# vdu_char_pixel_flat

File: src/rtl/vdu_char_pixel_if.sv
// Signal bundle between the VDU timing generator, video RAM, font ROM and the
// character pixel generator.
interface vdu_char_pixel_if;
  logic        char_stb;
  logic [12:0] video_address;
  logic [4:0]  row_in;
  logic        de_in;
  logic        hs_in;
  logic        vs_in;
  logic [12:0] ram_addr;
  logic        ram_rd;
  logic [7:0]  ram_data;
  logic [10:0] font_addr;
  logic [7:0]  font_data;
  logic [12:0] cursor_addr;
  logic        cursor_en;
  logic        pixel;
  logic        de_out;
  logic        hs_out;
  logic        vs_out;

  modport master (
    output char_stb, video_address, row_in, de_in, hs_in, vs_in,
           ram_data, font_data, cursor_addr, cursor_en,
    input  ram_addr, ram_rd, font_addr, pixel, de_out, hs_out, vs_out
  );

  modport slave (
    input  char_stb, video_address, row_in, de_in, hs_in, vs_in,
           ram_data, font_data, cursor_addr, cursor_en,
    output ram_addr, ram_rd, font_addr, pixel, de_out, hs_out, vs_out
  );
endinterface

File: src/rtl/vdu_char_pixel.sv
// Text-mode pixel generator: RAM read, font lookup, MSB-first serialiser with
// inverse video and blinking cursor, plus a matching 4-stage de/hs/vs delay.
module vdu_char_pixel #(
  parameter int unsigned CHAR_W       = 8,
  parameter int unsigned CUR_START    = 13,
  parameter int unsigned CUR_END      = 14,
  parameter int unsigned BLINK_FRAMES = 16
) (
  input logic             clk,
  input logic             resetn,
  vdu_char_pixel_if.slave bus
);

  // Cells wider than the 8-pixel glyph simply run out into zero columns.
  localparam int unsigned SHW        = (CHAR_W > 8) ? CHAR_W : 8;
  localparam int unsigned BCW        = (BLINK_FRAMES > 1) ? $clog2(BLINK_FRAMES) : 1;
  localparam logic [BCW-1:0] BLINK_LAST = BCW'(BLINK_FRAMES - 1);
  localparam logic [4:0]     CUR_LO     = 5'(CUR_START);
  localparam logic [4:0]     CUR_HI     = 5'(CUR_END);

  logic [3:0]     de_dly, hs_dly, vs_dly;
  logic           vs_prev;
  logic [BCW-1:0] blink_cnt;
  logic           blink_on;

  logic           s1_vld, s1_blank, s1_cur;
  logic [3:0]     s1_row;
  logic [12:0]    ram_addr_q;
  logic           s2_vld, s2_blank, s2_cur, s2_inv;
  logic [10:0]    font_addr_q;
  logic [SHW-1:0] shifter;
  logic           mask;
  logic           pixel_q;
  logic           cur_hit;

  always_comb begin
    cur_hit = bus.cursor_en & blink_on
            & (bus.video_address == bus.cursor_addr)
            & (bus.row_in >= CUR_LO) & (bus.row_in <= CUR_HI);
  end

  always_ff @(posedge clk) begin
    if (!resetn) begin
      de_dly    <= '0;
      hs_dly    <= '0;
      vs_dly    <= '0;
      vs_prev   <= 1'b0;
      blink_cnt <= '0;
      blink_on  <= 1'b1;
    end else begin
      de_dly  <= {de_dly[2:0], bus.de_in};
      hs_dly  <= {hs_dly[2:0], bus.hs_in};
      vs_dly  <= {vs_dly[2:0], bus.vs_in};
      vs_prev <= bus.vs_in;
      if (bus.vs_in && !vs_prev) begin
        if (blink_cnt == BLINK_LAST) begin
          blink_cnt <= '0;
          blink_on  <= ~blink_on;
        end else begin
          blink_cnt <= blink_cnt + BCW'(1);
        end
      end
    end
  end

  // Three independent stages, each carrying its own tags, so a new strobe
  // every CHAR_W cycles streams without gaps.
  always_ff @(posedge clk) begin
    if (!resetn) begin
      s1_vld      <= 1'b0;
      s1_blank    <= 1'b0;
      s1_cur      <= 1'b0;
      s1_row      <= '0;
      ram_addr_q  <= '0;
      s2_vld      <= 1'b0;
      s2_blank    <= 1'b0;
      s2_cur      <= 1'b0;
      s2_inv      <= 1'b0;
      font_addr_q <= '0;
      shifter     <= '0;
      mask        <= 1'b0;
      pixel_q     <= 1'b0;
    end else begin
      s1_vld <= bus.char_stb;
      if (bus.char_stb) begin
        ram_addr_q <= bus.video_address;
        s1_blank   <= ~bus.de_in | bus.row_in[4];
        s1_cur     <= cur_hit;
        s1_row     <= bus.row_in[3:0];
      end

      s2_vld <= s1_vld;
      if (s1_vld) begin
        font_addr_q <= {bus.ram_data[6:0], s1_row};
        s2_inv      <= bus.ram_data[7];
        s2_blank    <= s1_blank;
        s2_cur      <= s1_cur;
      end

      if (s2_vld) begin
        shifter <= s2_blank ? '0 : (SHW'(bus.font_data) << (SHW - 8));
        mask    <= (s2_inv ^ s2_cur) & ~s2_blank;
      end else begin
        shifter <= shifter << 1;
      end

      // de_dly[2] is the de value that reaches de_out alongside this pixel.
      pixel_q <= (shifter[SHW-1] ^ mask) & de_dly[2];
    end
  end

  always_comb begin
    bus.ram_addr  = ram_addr_q;
    bus.ram_rd    = s1_vld;
    bus.font_addr = font_addr_q;
    bus.pixel     = pixel_q;
    bus.de_out    = de_dly[3];
    bus.hs_out    = hs_dly[3];
    bus.vs_out    = vs_dly[3];
  end

endmodule

File: src/flat_wrapper.sv
// flat-port wrapper written by rule: the top's interface ports become plain ports
module vdu_char_pixel_flat 
#(
  parameter int unsigned CHAR_W       = 8,
  parameter int unsigned CUR_START    = 13,
  parameter int unsigned CUR_END      = 14,
  parameter int unsigned BLINK_FRAMES = 16
)
  (clk, resetn, bus_char_stb, bus_video_address, bus_row_in, bus_de_in, bus_hs_in, bus_vs_in, bus_ram_data, bus_font_data, bus_cursor_addr, bus_cursor_en, bus_ram_addr, bus_ram_rd, bus_font_addr, bus_pixel, bus_de_out, bus_hs_out, bus_vs_out);
  vdu_char_pixel_if bus_i ();
  input logic clk;
  input logic resetn;
  input wire logic [$bits(bus_i.char_stb)-1:0] bus_char_stb;
  input wire logic [$bits(bus_i.video_address)-1:0] bus_video_address;
  input wire logic [$bits(bus_i.row_in)-1:0] bus_row_in;
  input wire logic [$bits(bus_i.de_in)-1:0] bus_de_in;
  input wire logic [$bits(bus_i.hs_in)-1:0] bus_hs_in;
  input wire logic [$bits(bus_i.vs_in)-1:0] bus_vs_in;
  input wire logic [$bits(bus_i.ram_data)-1:0] bus_ram_data;
  input wire logic [$bits(bus_i.font_data)-1:0] bus_font_data;
  input wire logic [$bits(bus_i.cursor_addr)-1:0] bus_cursor_addr;
  input wire logic [$bits(bus_i.cursor_en)-1:0] bus_cursor_en;
  output wire logic [$bits(bus_i.ram_addr)-1:0] bus_ram_addr;
  output wire logic [$bits(bus_i.ram_rd)-1:0] bus_ram_rd;
  output wire logic [$bits(bus_i.font_addr)-1:0] bus_font_addr;
  output wire logic [$bits(bus_i.pixel)-1:0] bus_pixel;
  output wire logic [$bits(bus_i.de_out)-1:0] bus_de_out;
  output wire logic [$bits(bus_i.hs_out)-1:0] bus_hs_out;
  output wire logic [$bits(bus_i.vs_out)-1:0] bus_vs_out;
  assign bus_i.char_stb = bus_char_stb;
  assign bus_i.video_address = bus_video_address;
  assign bus_i.row_in = bus_row_in;
  assign bus_i.de_in = bus_de_in;
  assign bus_i.hs_in = bus_hs_in;
  assign bus_i.vs_in = bus_vs_in;
  assign bus_i.ram_data = bus_ram_data;
  assign bus_i.font_data = bus_font_data;
  assign bus_i.cursor_addr = bus_cursor_addr;
  assign bus_i.cursor_en = bus_cursor_en;
  assign bus_ram_addr = bus_i.ram_addr;
  assign bus_ram_rd = bus_i.ram_rd;
  assign bus_font_addr = bus_i.font_addr;
  assign bus_pixel = bus_i.pixel;
  assign bus_de_out = bus_i.de_out;
  assign bus_hs_out = bus_i.hs_out;
  assign bus_vs_out = bus_i.vs_out;
  vdu_char_pixel #(.CHAR_W(CHAR_W), .CUR_START(CUR_START), .CUR_END(CUR_END), .BLINK_FRAMES(BLINK_FRAMES)) u_core (.clk(clk), .resetn(resetn), .bus(bus_i));
endmodule
File: config.mk
export PLATFORM = sky130hd
export DESIGN_NAME = vdu_char_pixel_flat
export DESIGN_NICKNAME = d
export VERILOG_FILES = /design/src/rtl/vdu_char_pixel_if.sv /design/src/rtl/vdu_char_pixel.sv /design/src/flat_wrapper.sv
export SDC_FILE = /design/constraint.sdc
export NUM_CORES = 1
export LEC_CHECK = 0
export ABC_CLOCK_PERIOD_IN_PS = 1450
export CAP_MARGIN = 0
export CELL_PAD_IN_SITES_DETAIL_PLACEMENT = 0
export CELL_PAD_IN_SITES_GLOBAL_PLACEMENT = 2
export CORE_MARGIN = 5
export CORE_UTILIZATION = 27
export DETAILED_ROUTE_END_ITERATION = 7
export GPL_ROUTABILITY_DRIVEN = 0
export GPL_TIMING_DRIVEN = 0
export PLACE_DENSITY_LB_ADDON = 0.08
export REMOVE_ABC_BUFFERS = 1
export SLEW_MARGIN = 20
export SYNTH_ARGS = -nofsm -noshare
export SYNTH_HDL_FRONTEND = slang
export SYNTH_SLANG_ARGS = --single-unit
File: constraint.sdc
create_clock -name clk -period 1.45 [get_ports clk]
set_input_delay 0.145 -clock clk [delete_from_list [all_inputs] [get_ports clk]]
set_output_delay 0.145 -clock clk [all_outputs]
set_load 0.02 [all_outputs]
# mc_ctrl_flat

[config.mk]
export PLATFORM = sky130hd
export DESIGN_NAME = mc_ctrl_flat
export DESIGN_NICKNAME = d
export VERILOG_FILES = /design/src/rtl/mc_ctrl_if.sv /design/src/rtl/mc_ctrl.sv /design/src/flat_wrapper.sv
export SDC_FILE = /design/constraint.sdc
export NUM_CORES = 1
export LEC_CHECK = 0
export CAP_MARGIN = 20
export CORE_MARGIN = 5
export CORE_UTILIZATION = 30
export CTS_CLUSTER_DIAMETER = 60
export DETAILED_ROUTE_END_ITERATION = 12
export PLACE_DENSITY_LB_ADDON = 0.15
export SLEW_MARGIN = 25
export SYNTH_ARGS = -nofsm -noshare
export SYNTH_HDL_FRONTEND = slang
export SYNTH_SLANG_ARGS = --single-unit
[constraint.sdc]
create_clock -name clk -period 2.9 [get_ports clk]
set_input_delay 0.58 -clock clk [delete_from_list [all_inputs] [get_ports clk]]
set_output_delay 0.58 -clock clk [all_outputs]
set_load 0.01 [all_outputs]
[src/rtl/mc_ctrl_if.sv]
// Memory handshake bundle between the multi-cycle controller
// and the instruction/data memory ports.
interface mc_ctrl_if;
  logic imem_req;
  logic imem_ack;
  logic ir_we;
  logic dmem_req;
  logic dmem_we;
  logic dmem_ack;

  modport master (
    output imem_req,
    output ir_we,
    output dmem_req,
    output dmem_we,
    input  imem_ack,
    input  dmem_ack
  );

  modport slave (
    input  imem_req,
    input  ir_we,
    input  dmem_req,
    input  dmem_we,
    output imem_ack,
    output dmem_ack
  );
endinterface

[src/rtl/mc_ctrl.sv]
// RV32I multi-cycle control FSM: fetch/decode/exec/mem/wb
// sequencing, memory-wait timeout and instret counter.
module mc_ctrl #(
  parameter int TIMEOUT = 16,
  parameter int CNT_W   = 32
) (
  input  logic             clk,
  input  logic             rst_n,
  input  logic [6:0]       opcode,
  input  logic             br_taken,
  mc_ctrl_if.master        bus,
  output logic             rf_we,
  output logic             pc_we,
  output logic [1:0]       pc_sel,
  output logic             alu_src,
  output logic [1:0]       wb_sel,
  output logic [2:0]       state,
  output logic             illegal,
  output logic             bus_err,
  output logic [CNT_W-1:0] instret
);

  localparam logic [2:0] FETCH  = 3'd0;
  localparam logic [2:0] DECODE = 3'd1;
  localparam logic [2:0] EXEC   = 3'd2;
  localparam logic [2:0] MEM    = 3'd3;
  localparam logic [2:0] WB     = 3'd4;
  localparam logic [2:0] TRAP   = 3'd5;

  localparam logic [3:0] C_R    = 4'd0;
  localparam logic [3:0] C_I    = 4'd1;
  localparam logic [3:0] C_LUI  = 4'd2;
  localparam logic [3:0] C_AUI  = 4'd3;
  localparam logic [3:0] C_JAL  = 4'd4;
  localparam logic [3:0] C_JALR = 4'd5;
  localparam logic [3:0] C_BR   = 4'd6;
  localparam logic [3:0] C_LD   = 4'd7;
  localparam logic [3:0] C_ST   = 4'd8;
  localparam logic [3:0] C_BAD  = 4'd15;

  localparam logic [7:0] TO_LAST = 8'(TIMEOUT - 1);

  logic [2:0] nxt;
  logic [3:0] cls;
  logic [3:0] dec_cls;
  logic [7:0] wcnt;
  logic       wait_last;
  logic       set_ill;
  logic       set_berr;
  logic       waiting;

  always_comb begin
    dec_cls = C_BAD;
    unique case (1'b1)
      (opcode == 7'h33): dec_cls = C_R;
      (opcode == 7'h13): dec_cls = C_I;
      (opcode == 7'h37): dec_cls = C_LUI;
      (opcode == 7'h17): dec_cls = C_AUI;
      (opcode == 7'h6F): dec_cls = C_JAL;
      (opcode == 7'h67): dec_cls = C_JALR;
      (opcode == 7'h63): dec_cls = C_BR;
      (opcode == 7'h03): dec_cls = C_LD;
      (opcode == 7'h23): dec_cls = C_ST;
      default:           dec_cls = C_BAD;
    endcase
  end

  // last allowed wait cycle: an ack here still wins
  assign wait_last = (wcnt == TO_LAST);
  assign waiting   = (state == FETCH) || (state == MEM);

  always_comb begin
    nxt      = state;
    set_ill  = 1'b0;
    set_berr = 1'b0;
    unique case (state)
      FETCH: begin
        if (bus.imem_ack) begin
          nxt = DECODE;
        end else if (wait_last) begin
          nxt      = TRAP;
          set_berr = 1'b1;
        end
      end
      DECODE: begin
        if (dec_cls == C_BAD) begin
          nxt     = TRAP;
          set_ill = 1'b1;
        end else begin
          nxt = EXEC;
        end
      end
      EXEC: begin
        if (cls == C_BR)
          nxt = FETCH;
        else if (cls == C_LD || cls == C_ST)
          nxt = MEM;
        else
          nxt = WB;
      end
      MEM: begin
        if (bus.dmem_ack) begin
          nxt = (cls == C_ST) ? FETCH : WB;
        end else if (wait_last) begin
          nxt      = TRAP;
          set_berr = 1'b1;
        end
      end
      WB:      nxt = FETCH;
      default: nxt = TRAP;
    endcase
  end

  always_comb begin
    bus.imem_req = 1'b0;
    bus.ir_we    = 1'b0;
    bus.dmem_req = 1'b0;
    bus.dmem_we  = 1'b0;
    rf_we        = 1'b0;
    pc_we        = 1'b0;
    pc_sel       = 2'd0;
    alu_src      = 1'b0;
    wb_sel       = 2'd0;
    unique case (state)
      FETCH: begin
        bus.imem_req = 1'b1;
        bus.ir_we    = bus.imem_ack;
      end
      EXEC: begin
        alu_src = !(cls == C_R || cls == C_BR);
        if (cls == C_BR) begin
          pc_we  = 1'b1;
          pc_sel = br_taken ? 2'd1 : 2'd0;
        end
      end
      MEM: begin
        bus.dmem_req = 1'b1;
        bus.dmem_we  = (cls == C_ST);
        pc_we        = (cls == C_ST) && bus.dmem_ack;
      end
      WB: begin
        rf_we = 1'b1;
        pc_we = 1'b1;
        unique case (1'b1)
          (cls == C_LD):   wb_sel = 2'd1;
          (cls == C_JAL),
          (cls == C_JALR): wb_sel = 2'd2;
          (cls == C_LUI):  wb_sel = 2'd3;
          default:         wb_sel = 2'd0;
        endcase
        unique case (1'b1)
          (cls == C_JAL):  pc_sel = 2'd1;
          (cls == C_JALR): pc_sel = 2'd2;
          default:         pc_sel = 2'd0;
        endcase
      end
      default: ;
    endcase
  end

  // every retirement is marked by its single pc_we pulse
  always_ff @(posedge clk) begin
    if (!rst_n) begin
      state   <= FETCH;
      cls     <= C_BAD;
      wcnt    <= 8'd0;
      illegal <= 1'b0;
      bus_err <= 1'b0;
      instret <= '0;
    end else begin
      state   <= nxt;
      illegal <= illegal | set_ill;
      bus_err <= bus_err | set_berr;
      instret <= instret + CNT_W'(pc_we);
      if (state == DECODE)
        cls <= dec_cls;
      if (nxt != state || !waiting)
        wcnt <= 8'd0;
      else
        wcnt <= wcnt + 8'd1;
    end
  end

endmodule

[src/flat_wrapper.sv]
// flat-port wrapper written by rule: the top's interface ports become plain ports
module mc_ctrl_flat 
#(
  parameter int TIMEOUT = 16,
  parameter int CNT_W   = 32
)
  (clk, rst_n, opcode, br_taken, rf_we, pc_we, pc_sel, alu_src, wb_sel, state, illegal, bus_err, instret, bus_imem_req, bus_ir_we, bus_dmem_req, bus_dmem_we, bus_imem_ack, bus_dmem_ack);
  mc_ctrl_if bus_i ();
  input  logic clk;
  input  logic rst_n;
  input  logic [6:0] opcode;
  input  logic br_taken;
  output logic rf_we;
  output logic pc_we;
  output logic [1:0] pc_sel;
  output logic alu_src;
  output logic [1:0] wb_sel;
  output logic [2:0] state;
  output logic illegal;
  output logic bus_err;
  output logic [CNT_W-1:0] instret;
  output wire logic [$bits(bus_i.imem_req)-1:0] bus_imem_req;
  output wire logic [$bits(bus_i.ir_we)-1:0] bus_ir_we;
  output wire logic [$bits(bus_i.dmem_req)-1:0] bus_dmem_req;
  output wire logic [$bits(bus_i.dmem_we)-1:0] bus_dmem_we;
  input wire logic [$bits(bus_i.imem_ack)-1:0] bus_imem_ack;
  input wire logic [$bits(bus_i.dmem_ack)-1:0] bus_dmem_ack;
  assign bus_imem_req = bus_i.imem_req;
  assign bus_ir_we = bus_i.ir_we;
  assign bus_dmem_req = bus_i.dmem_req;
  assign bus_dmem_we = bus_i.dmem_we;
  assign bus_i.imem_ack = bus_imem_ack;
  assign bus_i.dmem_ack = bus_dmem_ack;
  mc_ctrl #(.TIMEOUT(TIMEOUT), .CNT_W(CNT_W)) u_core (.clk(clk), .rst_n(rst_n), .opcode(opcode), .br_taken(br_taken), .bus(bus_i), .rf_we(rf_we), .pc_we(pc_we), .pc_sel(pc_sel), .alu_src(alu_src), .wb_sel(wb_sel), .state(state), .illegal(illegal), .bus_err(bus_err), .instret(instret));
endmodule
# snn_spike_count_classifier

File: src/rtl/snn_pkg.sv
// Shared types and sizing helpers for the SNN spike-count classifier.
package snn_pkg;

   localparam int unsigned DEF_NEURON_NB = 4;
   localparam int unsigned DEF_NUM_STEPS = 16;
   localparam int unsigned DEF_CNT_WIDTH = 8;

   typedef enum logic [1:0] {
      ST_IDLE   = 2'd0,
      ST_ACCUM  = 2'd1,
      ST_ARGMAX = 2'd2,
      ST_DONE   = 2'd3
   } state_t;

   typedef logic [DEF_CNT_WIDTH-1:0] spike_cnt_t;

   // Index width never drops below one bit, even for a single class.
   function automatic int unsigned idx_w(input int unsigned n);
      return (n > 1) ? $clog2(n) : 1;
   endfunction

   // Step counter must be able to represent NUM_STEPS itself.
   function automatic int unsigned step_w(input int unsigned s);
      return (s > 0) ? $clog2(s + 1) : 1;
   endfunction

endpackage

File: src/rtl/snn_sat_counter.sv
// Per-neuron spike counter: synchronous clear, increment, saturates at all-ones.
module snn_sat_counter #(
   parameter int unsigned CNT_WIDTH = 8
) (
   input  logic                 clk,
   input  logic                 reset,
   input  logic                 clr,
   input  logic                 inc,
   output logic [CNT_WIDTH-1:0] cnt
);

   always_ff @(posedge clk or negedge reset) begin
      if (!reset) begin
         cnt <= '0;
      end else if (clr) begin
         cnt <= '0;
      end else if (inc && (cnt != {CNT_WIDTH{1'b1}})) begin
         cnt <= cnt + CNT_WIDTH'(1);
      end
   end

endmodule

File: src/rtl/snn_spike_count_classifier.sv
// Accumulates output-layer spikes over NUM_STEPS timesteps, then scans the
// counters one per cycle to report the lowest-index neuron with the most spikes.
module snn_spike_count_classifier
   import snn_pkg::*;
#(
   parameter int unsigned NEURON_NB = DEF_NEURON_NB,
   parameter int unsigned NUM_STEPS = DEF_NUM_STEPS,
   parameter int unsigned CNT_WIDTH = DEF_CNT_WIDTH
) (
   input  logic                           clk,
   input  logic                           reset,
   input  logic                           start,
   input  logic [NEURON_NB-1:0]           spike_in,
   input  logic                           spike_valid,
   output logic                           busy,
   output logic [idx_w(NEURON_NB)-1:0]    class_out,
   output logic [CNT_WIDTH-1:0]           max_count,
   output logic                           class_valid
);

   localparam int unsigned IDX_W  = idx_w(NEURON_NB);
   localparam int unsigned STEP_W = step_w(NUM_STEPS);

   state_t                state_q, state_d;
   logic [STEP_W-1:0]     step_q, step_d;
   logic [IDX_W-1:0]      scan_q, scan_d;
   logic [IDX_W-1:0]      best_idx_q, best_idx_d;
   logic [CNT_WIDTH-1:0]  best_cnt_q, best_cnt_d;
   logic                  cnt_clr;
   logic [NEURON_NB-1:0]  cnt_inc;
   logic [CNT_WIDTH-1:0]  cnt [NEURON_NB];
   logic [CNT_WIDTH-1:0]  scan_cnt;

   for (genvar i = 0; i < NEURON_NB; i++) begin : g_cnt
      snn_sat_counter #(
         .CNT_WIDTH (CNT_WIDTH)
      ) u_cnt (
         .clk   (clk),
         .reset (reset),
         .clr   (cnt_clr),
         .inc   (cnt_inc[i]),
         .cnt   (cnt[i])
      );
   end

   // Counter currently under the argmax scan.
   always_comb begin
      scan_cnt = '0;
      for (int i = 0; i < NEURON_NB; i++) begin
         if (scan_q == IDX_W'(i)) begin
            scan_cnt = cnt[i];
         end
      end
   end

   always_ff @(posedge clk or negedge reset) begin
      if (!reset) begin
         state_q    <= ST_IDLE;
         step_q     <= '0;
         scan_q     <= '0;
         best_idx_q <= '0;
         best_cnt_q <= '0;
      end else begin
         state_q    <= state_d;
         step_q     <= step_d;
         scan_q     <= scan_d;
         best_idx_q <= best_idx_d;
         best_cnt_q <= best_cnt_d;
      end
   end

   always_comb begin
      state_d    = state_q;
      step_d     = step_q;
      scan_d     = scan_q;
      best_idx_d = best_idx_q;
      best_cnt_d = best_cnt_q;
      cnt_clr    = 1'b0;
      cnt_inc    = '0;

      case (state_q)
         ST_IDLE: begin
            if (start) begin
               cnt_clr = 1'b1;
               step_d  = '0;
               state_d = ST_ACCUM;
            end
         end

         ST_ACCUM: begin
            if (start) begin
               cnt_clr = 1'b1;
               step_d  = '0;
            end else if (spike_valid) begin
               cnt_inc = spike_in;
               step_d  = step_q + STEP_W'(1);
               if (step_q == STEP_W'(NUM_STEPS - 1)) begin
                  state_d    = ST_ARGMAX;
                  scan_d     = '0;
                  best_idx_d = '0;
                  best_cnt_d = '0;
               end
            end
         end

         ST_ARGMAX: begin
            if (start) begin
               cnt_clr = 1'b1;
               step_d  = '0;
               state_d = ST_ACCUM;
            end else begin
               // Strict compare keeps the lowest index on ties.
               if (scan_cnt > best_cnt_q) begin
                  best_idx_d = scan_q;
                  best_cnt_d = scan_cnt;
               end
               if (scan_q == IDX_W'(NEURON_NB - 1)) begin
                  state_d = ST_DONE;
               end else begin
                  scan_d = scan_q + IDX_W'(1);
               end
            end
         end

         ST_DONE: begin
            state_d = ST_IDLE;
            if (start) begin
               cnt_clr = 1'b1;
               step_d  = '0;
               state_d = ST_ACCUM;
            end
         end

         default: begin
            state_d = ST_IDLE;
         end
      endcase
   end

   // Result registers load from the DONE cycle and hold until the next result.
   always_ff @(posedge clk or negedge reset) begin
      if (!reset) begin
         busy        <= 1'b0;
         class_valid <= 1'b0;
         class_out   <= '0;
         max_count   <= '0;
      end else begin
         busy        <= (state_d == ST_ACCUM) || (state_d == ST_ARGMAX);
         class_valid <= (state_q == ST_DONE);
         if (state_q == ST_DONE) begin
            class_out <= best_idx_q;
            max_count <= best_cnt_q;
         end
      end
   end

endmodule

File: config.mk
export PLATFORM = sky130hd
export DESIGN_NAME = snn_spike_count_classifier
export DESIGN_NICKNAME = d
export VERILOG_FILES = /design/src/rtl/snn_pkg.sv /design/src/rtl/snn_sat_counter.sv /design/src/rtl/snn_spike_count_classifier.sv
export SDC_FILE = /design/constraint.sdc
export NUM_CORES = 1
export LEC_CHECK = 0
export CORE_UTILIZATION = 40
export CTS_BUF_LIST = sky130_fd_sc_hd__clkbuf_4 sky130_fd_sc_hd__clkbuf_8 sky130_fd_sc_hd__clkbuf_16
export CTS_CLUSTER_DIAMETER = 60
export DETAILED_ROUTE_END_ITERATION = 10
export SLEW_MARGIN = 0
export SYNTH_ARGS = -nofsm -noshare
export SYNTH_HDL_FRONTEND = slang
export SYNTH_HIERARCHICAL = 1
export SYNTH_SLANG_ARGS = --single-unit
File: constraint.sdc
create_clock -name clk -period 7.8 [get_ports clk]
set_input_delay 0.78 -clock clk [delete_from_list [all_inputs] [get_ports clk]]
set_output_delay 0.78 -clock clk [all_outputs]
set_load 0.01 [all_outputs]
# seq_divider_24by12

## src/rtl/seq_divider_24by12.sv

```systemverilog
// -----------------------------------------------------------------------------
// seq_divider_24by12
//   Iterative radix-2 restoring unsigned divider. It divides a 2*width-bit
//   dividend by a width-bit divisor and produces one quotient bit per clock.
//   A division accepted at edge k completes at edge k+2*width. A zero divisor
//   completes at edge k+1 and flags div_by_zero.
//
// Ports
//   clk          rising-edge clock
//   rst          synchronous reset, active-high
//   start        request; sampled only while idle
//   dividend     2*width-bit unsigned dividend, captured on accept
//   divisor      width-bit unsigned divisor, captured on accept
//   busy         high while a division is in progress
//   done         one-cycle pulse: quotient/remainder/div_by_zero valid
//   quotient     2*width-bit quotient (registered, held until next done)
//   remainder    width-bit remainder (registered, held until next done)
//   div_by_zero  set with done when the captured divisor was 0
// -----------------------------------------------------------------------------
module seq_divider_24by12 #(
   parameter int width = 12
) (
   input  logic                 clk,
   input  logic                 rst,
   input  logic                 start,
   input  logic [2*width-1:0]   dividend,
   input  logic [width-1:0]     divisor,
   output logic                 busy,
   output logic                 done,
   output logic [2*width-1:0]   quotient,
   output logic [width-1:0]     remainder,
   output logic                 div_by_zero
);

   localparam int CNT_W = $clog2(2*width);

   typedef enum logic [1:0] {
      S_IDLE,
      S_RUN,
      S_ZERO
   } state_t;

   state_t               state_q;
   logic [width:0]       prem_q;      // partial remainder
   logic [2*width-1:0]   quo_q;       // dividend shifts out, quotient shifts in
   logic [width-1:0]     dvs_q;
   logic [CNT_W-1:0]     cnt_q;
   logic                 busy_q;
   logic                 done_q;
   logic                 dbz_q;
   logic [2*width-1:0]   quotient_q;
   logic [width-1:0]     remainder_q;

   // One restoring step. The shifted value carries one extra guard bit so the
   // borrow of the trial subtraction lands in the MSB and gives the sign.
   logic [width+1:0]     shift_rem;
   logic [width+1:0]     trial;
   logic                 q_bit;
   logic [width:0]       prem_d;
   logic [2*width-1:0]   quo_d;

   // NOTE: every signal driven here gets a value on every path, so no latch
   // can be inferred; combinational logic uses blocking assignments.
   always_comb begin
      shift_rem = {prem_q, quo_q[2*width-1]};
      trial     = shift_rem - {2'b00, dvs_q};
      q_bit     = ~trial[width+1];
      prem_d    = q_bit ? trial[width:0] : shift_rem[width:0];
      quo_d     = {quo_q[2*width-2:0], q_bit};
   end

   // NOTE: all state is updated with non-blocking assignments so every
   // register samples the pre-edge values of the others.
   always_ff @(posedge clk) begin
      if (rst) begin
         state_q     <= S_IDLE;
         prem_q      <= '0;
         quo_q       <= '0;
         dvs_q       <= '0;
         cnt_q       <= '0;
         busy_q      <= 1'b0;
         done_q      <= 1'b0;
         dbz_q       <= 1'b0;
         quotient_q  <= '0;
         remainder_q <= '0;
      end else begin
         done_q <= 1'b0;
         case (state_q)
            S_IDLE: begin
               if (start) begin
                  quo_q   <= dividend;
                  dvs_q   <= divisor;
                  prem_q  <= '0;
                  cnt_q   <= CNT_W'(2*width-1);
                  busy_q  <= 1'b1;
                  dbz_q   <= 1'b0;
                  state_q <= (divisor == '0) ? S_ZERO : S_RUN;
               end
            end

            S_RUN: begin
               prem_q <= prem_d;
               quo_q  <= quo_d;
               cnt_q  <= cnt_q - CNT_W'(1);
               // The step taken with cnt_q==0 produces the last quotient bit,
               // so results are loaded straight from the next-state values.
               if (cnt_q == '0) begin
                  quotient_q  <= quo_d;
                  remainder_q <= prem_d[width-1:0];
                  done_q      <= 1'b1;
                  busy_q      <= 1'b0;
                  state_q     <= S_IDLE;
               end
            end

            S_ZERO: begin
               // Quotient saturates; remainder is the low half of the dividend.
               quotient_q  <= '1;
               remainder_q <= quo_q[width-1:0];
               dbz_q       <= 1'b1;
               done_q      <= 1'b1;
               busy_q      <= 1'b0;
               state_q     <= S_IDLE;
            end

            default: state_q <= S_IDLE;
         endcase
      end
   end

   assign busy        = busy_q;
   assign done        = done_q;
   assign quotient    = quotient_q;
   assign remainder   = remainder_q;
   assign div_by_zero = dbz_q;

endmodule

```

## config.mk

```make
export PLATFORM = sky130hd
export DESIGN_NAME = seq_divider_24by12
export DESIGN_NICKNAME = d
export VERILOG_FILES = /design/src/rtl/seq_divider_24by12.sv
export SDC_FILE = /design/constraint.sdc
export NUM_CORES = 1
export LEC_CHECK = 0
export CAP_MARGIN = 5
export CORE_MARGIN = 2
export CORE_UTILIZATION = 46
export DETAILED_ROUTE_END_ITERATION = 12
export PLACE_DENSITY_LB_ADDON = 0.12
export SLEW_MARGIN = 10
export SYNTH_ARGS = -nofsm -noshare
export SYNTH_HDL_FRONTEND = slang
export SYNTH_SLANG_ARGS = --single-unit
```

## constraint.sdc

```tcl
create_clock -name clk -period 3.5 [get_ports clk]
set_input_delay 0.525 -clock clk [delete_from_list [all_inputs] [get_ports clk]]
set_output_delay 0.525 -clock clk [all_outputs]
set_load 0.05 [all_outputs]
```

### Wiring by layer, seq_divider_24by12

Bar = 20 microns.
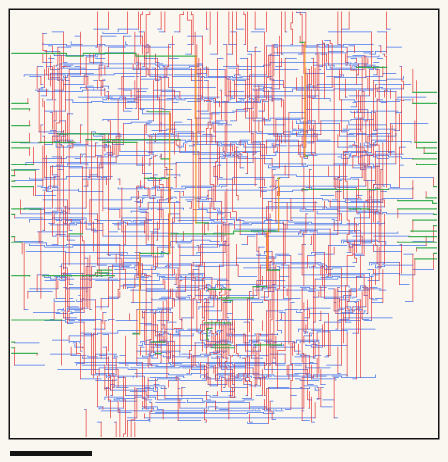
- M1: blue (wire length 5790 microns)
- M3: green (wire length 442 microns)
- M4: orange (wire length 146 microns)
- M2: red (wire length 5640 microns)

==> results.yml, seq_divider_24by12 <==
# flow metrics
run_status:
  status: "finished, final reports clean"
timing:
  fin_skew_ns: 0.0126
  tns_ns: 0
  relSlewSlack_pct: 25.5
global_routing:
  antenna_found_initial: 0
synth:
  synthTopCellsByCount: "dfxtp_1 (95), nor2_1 (67), a211oi_1 (57)"
  ff_type: "dfxtp_1"
  syn_avg_cell_area_sq_um: 8.52
  ys_cells: 549
  synth-edff-count: 0
  top_cell_area_share_pct: 40.7
worst_setup_path:
  r2r_end: "remainder[11]$_SDFFE_PP0P_"
  path_cells: "inv_1, ha_1, a21o_1, a31o_2, and2_4, a211oi_4, xnor2_2, o21ai_0, a311oi_1"
  worstPathRequired_ns: 3.77
  start_kind: "flop"
power:
  pwr.group.clock_uw: 728
die:
  top_level_ports: 78
  fp_util_pct: 47.6
  chipWidth_microns: 105
min_path:
  hold_path.class: "reg -> reg"
layout:
  signal_buffers: 85
  fillers: 929
placement:
  post_dp_cell_area_sq_um: 5510
  placed_cells: 725
cts:
  clock-sinks: 95
seq_divider_24by12: cell families after synthesis:
group,after synthesis,share of synthesized area (%)
AND/OR/NAND/NOR,168,16.4
buffers and inverters,66,5.49
AND-OR/OR-AND,157,22.8
XOR/XNOR,9,1.85
adder cells (fa/ha/maj),19,5.24
multiplexers,35,7.60
flip-flops,95,40.7
seq_divider_24by12: per-layer routing:
layer / vias to the layer above / GRT usage, % / share of wire, %
li1: 2081 / - / -
met1: 1958 / 31.1 / 48
met2: 99 / 36.3 / 47
met3: 14 / 2.93 / 3.7
met4: 0 / 6.67 / 1.2
met5: - / 0 / 0
### Cell sizes after repair, snn_spike_count_classifier

Bar = 20 microns.
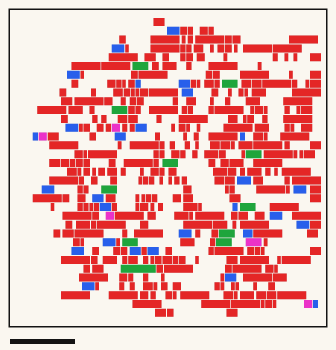
- x1 and smaller: red (cells 365; share 89%)
- x2: blue (cells 28; share 6.8%)
- x6 and larger: green (cells 11; share 2.7%)
- x3 and x4: magenta (cells 5; share 1.2%)

==> results.yml, snn_spike_count_classifier <==
# flow metrics
cts:
  post_cts_resized: 0
  cts_hold_buf: 0
  cts_tree: "yes"
  cts.path.max_buffers: 2
  clk_pin_slew_ns: 0.07
power:
  power.internal_uw: 499
  vdd_drop_max_mv: 0.0673
  top_power_group: "registers"
placement:
  place_ws_ns: 4.48
layout:
  ff_latch_area_sq_um: 1580
  utilization_pct: 46.7
  lay_top_count: "dfrtp_1"
worst_setup_path:
  crit_family: "AND-OR/OR-AND gates"
global_routing:
  track_usage_pct: 16.9
  grt_pass1_vias: 2747
  top_usage_layer: "met2"
die:
  fp_util_pct: 41.7
run_status:
  status: "finished, final reports clean"
drt:
  via_count: 2891
  postRouteAntennaNets: 0
min_path:
  hold_start: "max_count[4]$_DFFE_PN0P_"
timing:
  hold_ws_ns: 0.477
-- snn_spike_count_classifier: cell families after synthesis --
family / share of synthesized area (%)
muxes: 4.80
buffers and inverters: 4.32
and+or+nand+nor: 24.4
adders and majority gates: 6.17
DFF: 43.2
AOI/OAI and AO/OA: 16.4
xor gates and xnor gates: 0.720
-- snn_spike_count_classifier: flip-flops by register name, indices dropped and copies added (netlist names) --
name             flops
step_q               5
busy                 1
scan_q               2
max_count            8
g_cnt.u_cnt/cnt     32
best_idx_q           2
state_q              2
best_cnt_q           8
class_valid          1
class_out            2
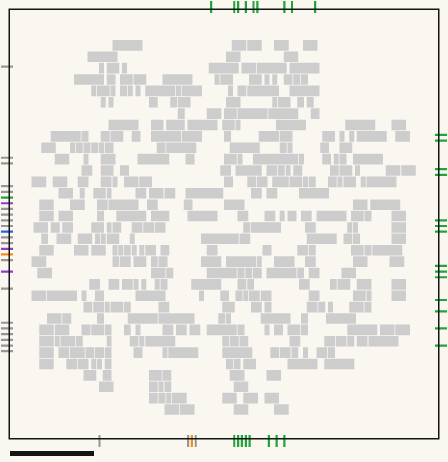
*Pin placement, mc_ctrl_flat*
Bar = 20 microns. Pins as bars across the die edge, other pins in grey.
- `pc_sel`: orange (pins 2; direction output; edge 1 west, 1 south)
- `rf_we`: blue (pins 1; direction output; edge west)
- `instret`: green (pins 32; direction output; edge 14 east, 9 north, 8 south, 1 west)
- `state`: purple (pins 3; direction output; edge west)
- all pins by edge: 25 west, 14 east, 12 south, 9 north

==> results.yml, mc_ctrl_flat <==
# flow metrics
run_status:
  status: "finished, final reports clean"
die:
  top_level_ports: 60
  chipWidth_microns: 102
synth:
  mux_share_pct: 0
  top_cell_area_share_pct: 38.4
  compound_area_share_pct: 16.5
  synthTopLogicFamily: "simple AND/OR/NAND/NOR gates"
  yosysUniqueCellTypes: 50
  largest_area_cell: "dfxtp_1"
  netlist_area_sq_um: 2550
power:
  switching_share_pct: 23.9
  pwr-share-comb_pct: 11.6
  power.switching_uw: 327
drt:
  dr_wl_met2_mm: 3.16
  drc_errors: 0
global_routing:
  top_usage_layer: "met2"
  grt_max_degree: 35
  grt_pass1_wl_mm: 11.5
  gr-usage-met2_pct: 22.2
worst_setup_path:
  worstPathRequired_ns: 3.14
  critPathCapture: "u_core.instret[31]$_SDFF_PN0_"
cts:
  clock_latency_ns: 0.30
  clk_pin_slew_ns: 0.10
  post_cts_buffers: 0
min_path:
  min_to: "u_core.wcnt[0]$_SDFF_PP0_"
  holdPathStages: 1
timing:
  rsz0062_at_grt: "no"
  fin_skew_ns: 0.0138
  hold_ws_ns: 0.472
mc_ctrl_flat: critical path, cell delays in order (launching register included):
cell,delay (ns)
dfxtp_1,0.34
nor4b_4,0.35
and2_4,0.20
nand2_1,0.08
nand3_2,0.12
ha_4,0.16
nand4_1,0.12
or4_1,0.55
buf_4,0.19
or4_1,0.47
a21oi_1,0.14
mc_ctrl_flat: metrics by stage:
step	cells	power (mW)	cell area [sq um]
final	489	1.37	3550
after global routing	489	1.43	3550
after CTS	489	1.39	3540
after floorplan	312	0.783	2620
after global placement	481	0.867	3420
after detailed placement	481	0.866	3420
### Metal 3, vdu_char_pixel_flat

Bar = 20 microns.
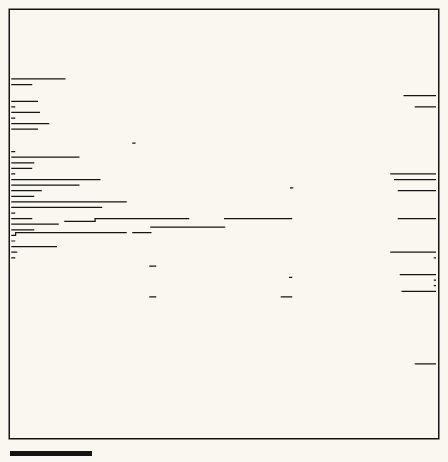
- nets with wire on the layer: 42
- share of all routed wire: 7.3%

==> results.yml, vdu_char_pixel_flat <==
# flow metrics
run_status:
  status: "finished, final reports clean"
power:
  p_seq_mw: 1.81
  pwr.group.clock_mw: 1.32
layout:
  finalInstanceArea_sq_um: 3510
  final-clk-cell-share_pct: 4.78
  buf_share_pct: 24.4
  largest_reg_flops: 13
timing:
  finalSetupViolCount: 0
  tightest_slew_ns: 0.624
  worst_slack_ns: 0.0490
worst_setup_path:
  crit_buf_inv: 1
  worstSetupPathType: "reg -> out"
  crit_start: "u_core.bus.ram_addr[12]$_SDFFE_PN0P_"
  path_cells: "clkdlybuf4s50_1"
global_routing:
  met1_usage_pct: 13.2
  overflow: 0
  grt_pass1_vias: 1773
drt:
  highest_layer: "met4"
  dr_wl_met3_microns: 397
  wl_per_cell_microns: 13.0
die:
  die_area_sq_um: 10800
placement:
  placed_cells: 404
synth:
  synthTopCellsByCount: "dfxtp_1 (62), nor2b_1 (49), mux2i_1 (31)"
  synth-edff-count: 0
cts:
  clockRootBuffer: "clkbuf_8"
vdu_char_pixel_flat: cell families (layout without fill, tap and decap cells):
| logic type | count (synthesis) | after routing | share of synthesized area [%] |
|---|---|---|---|
| fa+ha+maj | 1 | 1 | 0.523 |
| buf+inv | 12 | 100 | 2.25 |
| compound gates | 15 | 15 | 3.50 |
| simple gates | 84 | 84 | 21.9 |
| xor+xnor | 18 | 18 | 6.59 |
| mux | 32 | 32 | 13.4 |
| flops | 62 | 62 | 51.9 |


==> gallery <==
Cell outlines without signal wires.
Plate I
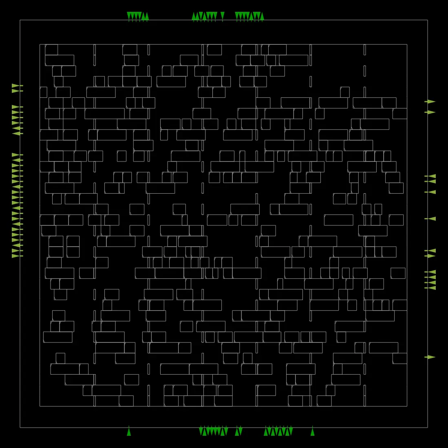
Plate II
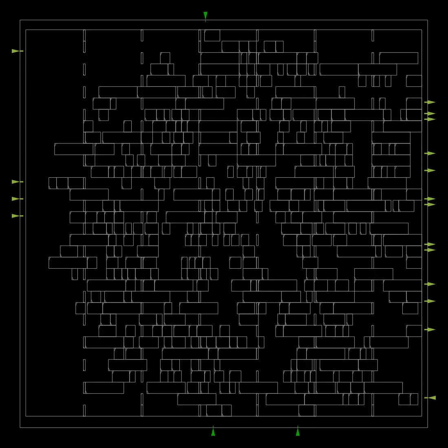
Plate III
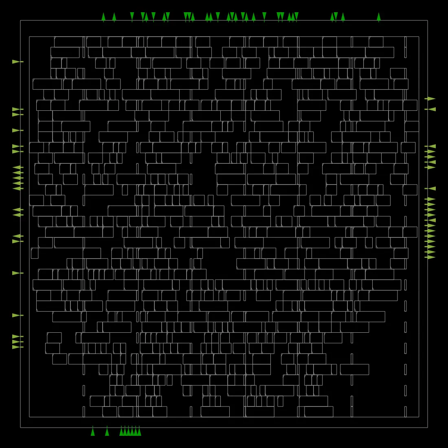
Plate IV
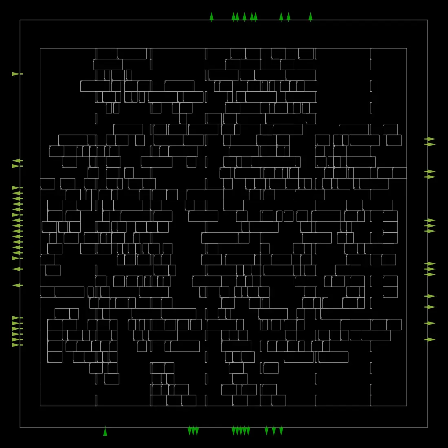
| from | picture |
|---|---|
| snn_spike_count_classifier | Plate II |
| seq_divider_24by12 | Plate III |
| vdu_char_pixel_flat | Plate I |
| mc_ctrl_flat | Plate IV |


==> gallery <==
Wiring by layer.
Bar = 20 microns.
picture 1
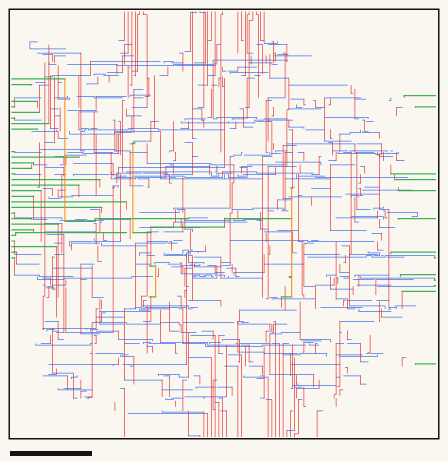
picture 2
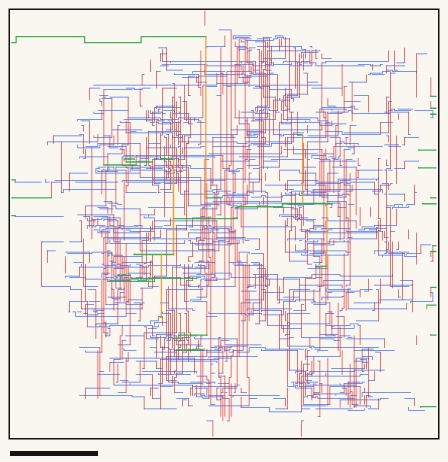
picture 3
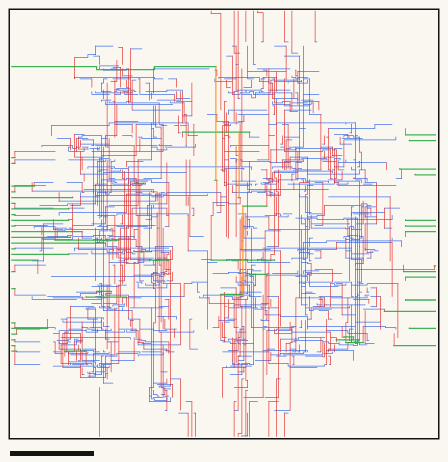
- picture 2 = snn_spike_count_classifier
- picture 1 = vdu_char_pixel_flat
- picture 3 = mc_ctrl_flat
The one with the least wire is picture 1.

Key to picture 1:
- M3: green (wire length 398 microns)
- M2: red (wire length 2410 microns)
- M4: orange (wire length 90.4 microns)
- M1: blue (wire length 2560 microns)

Power and IR drop assume default switching activity.
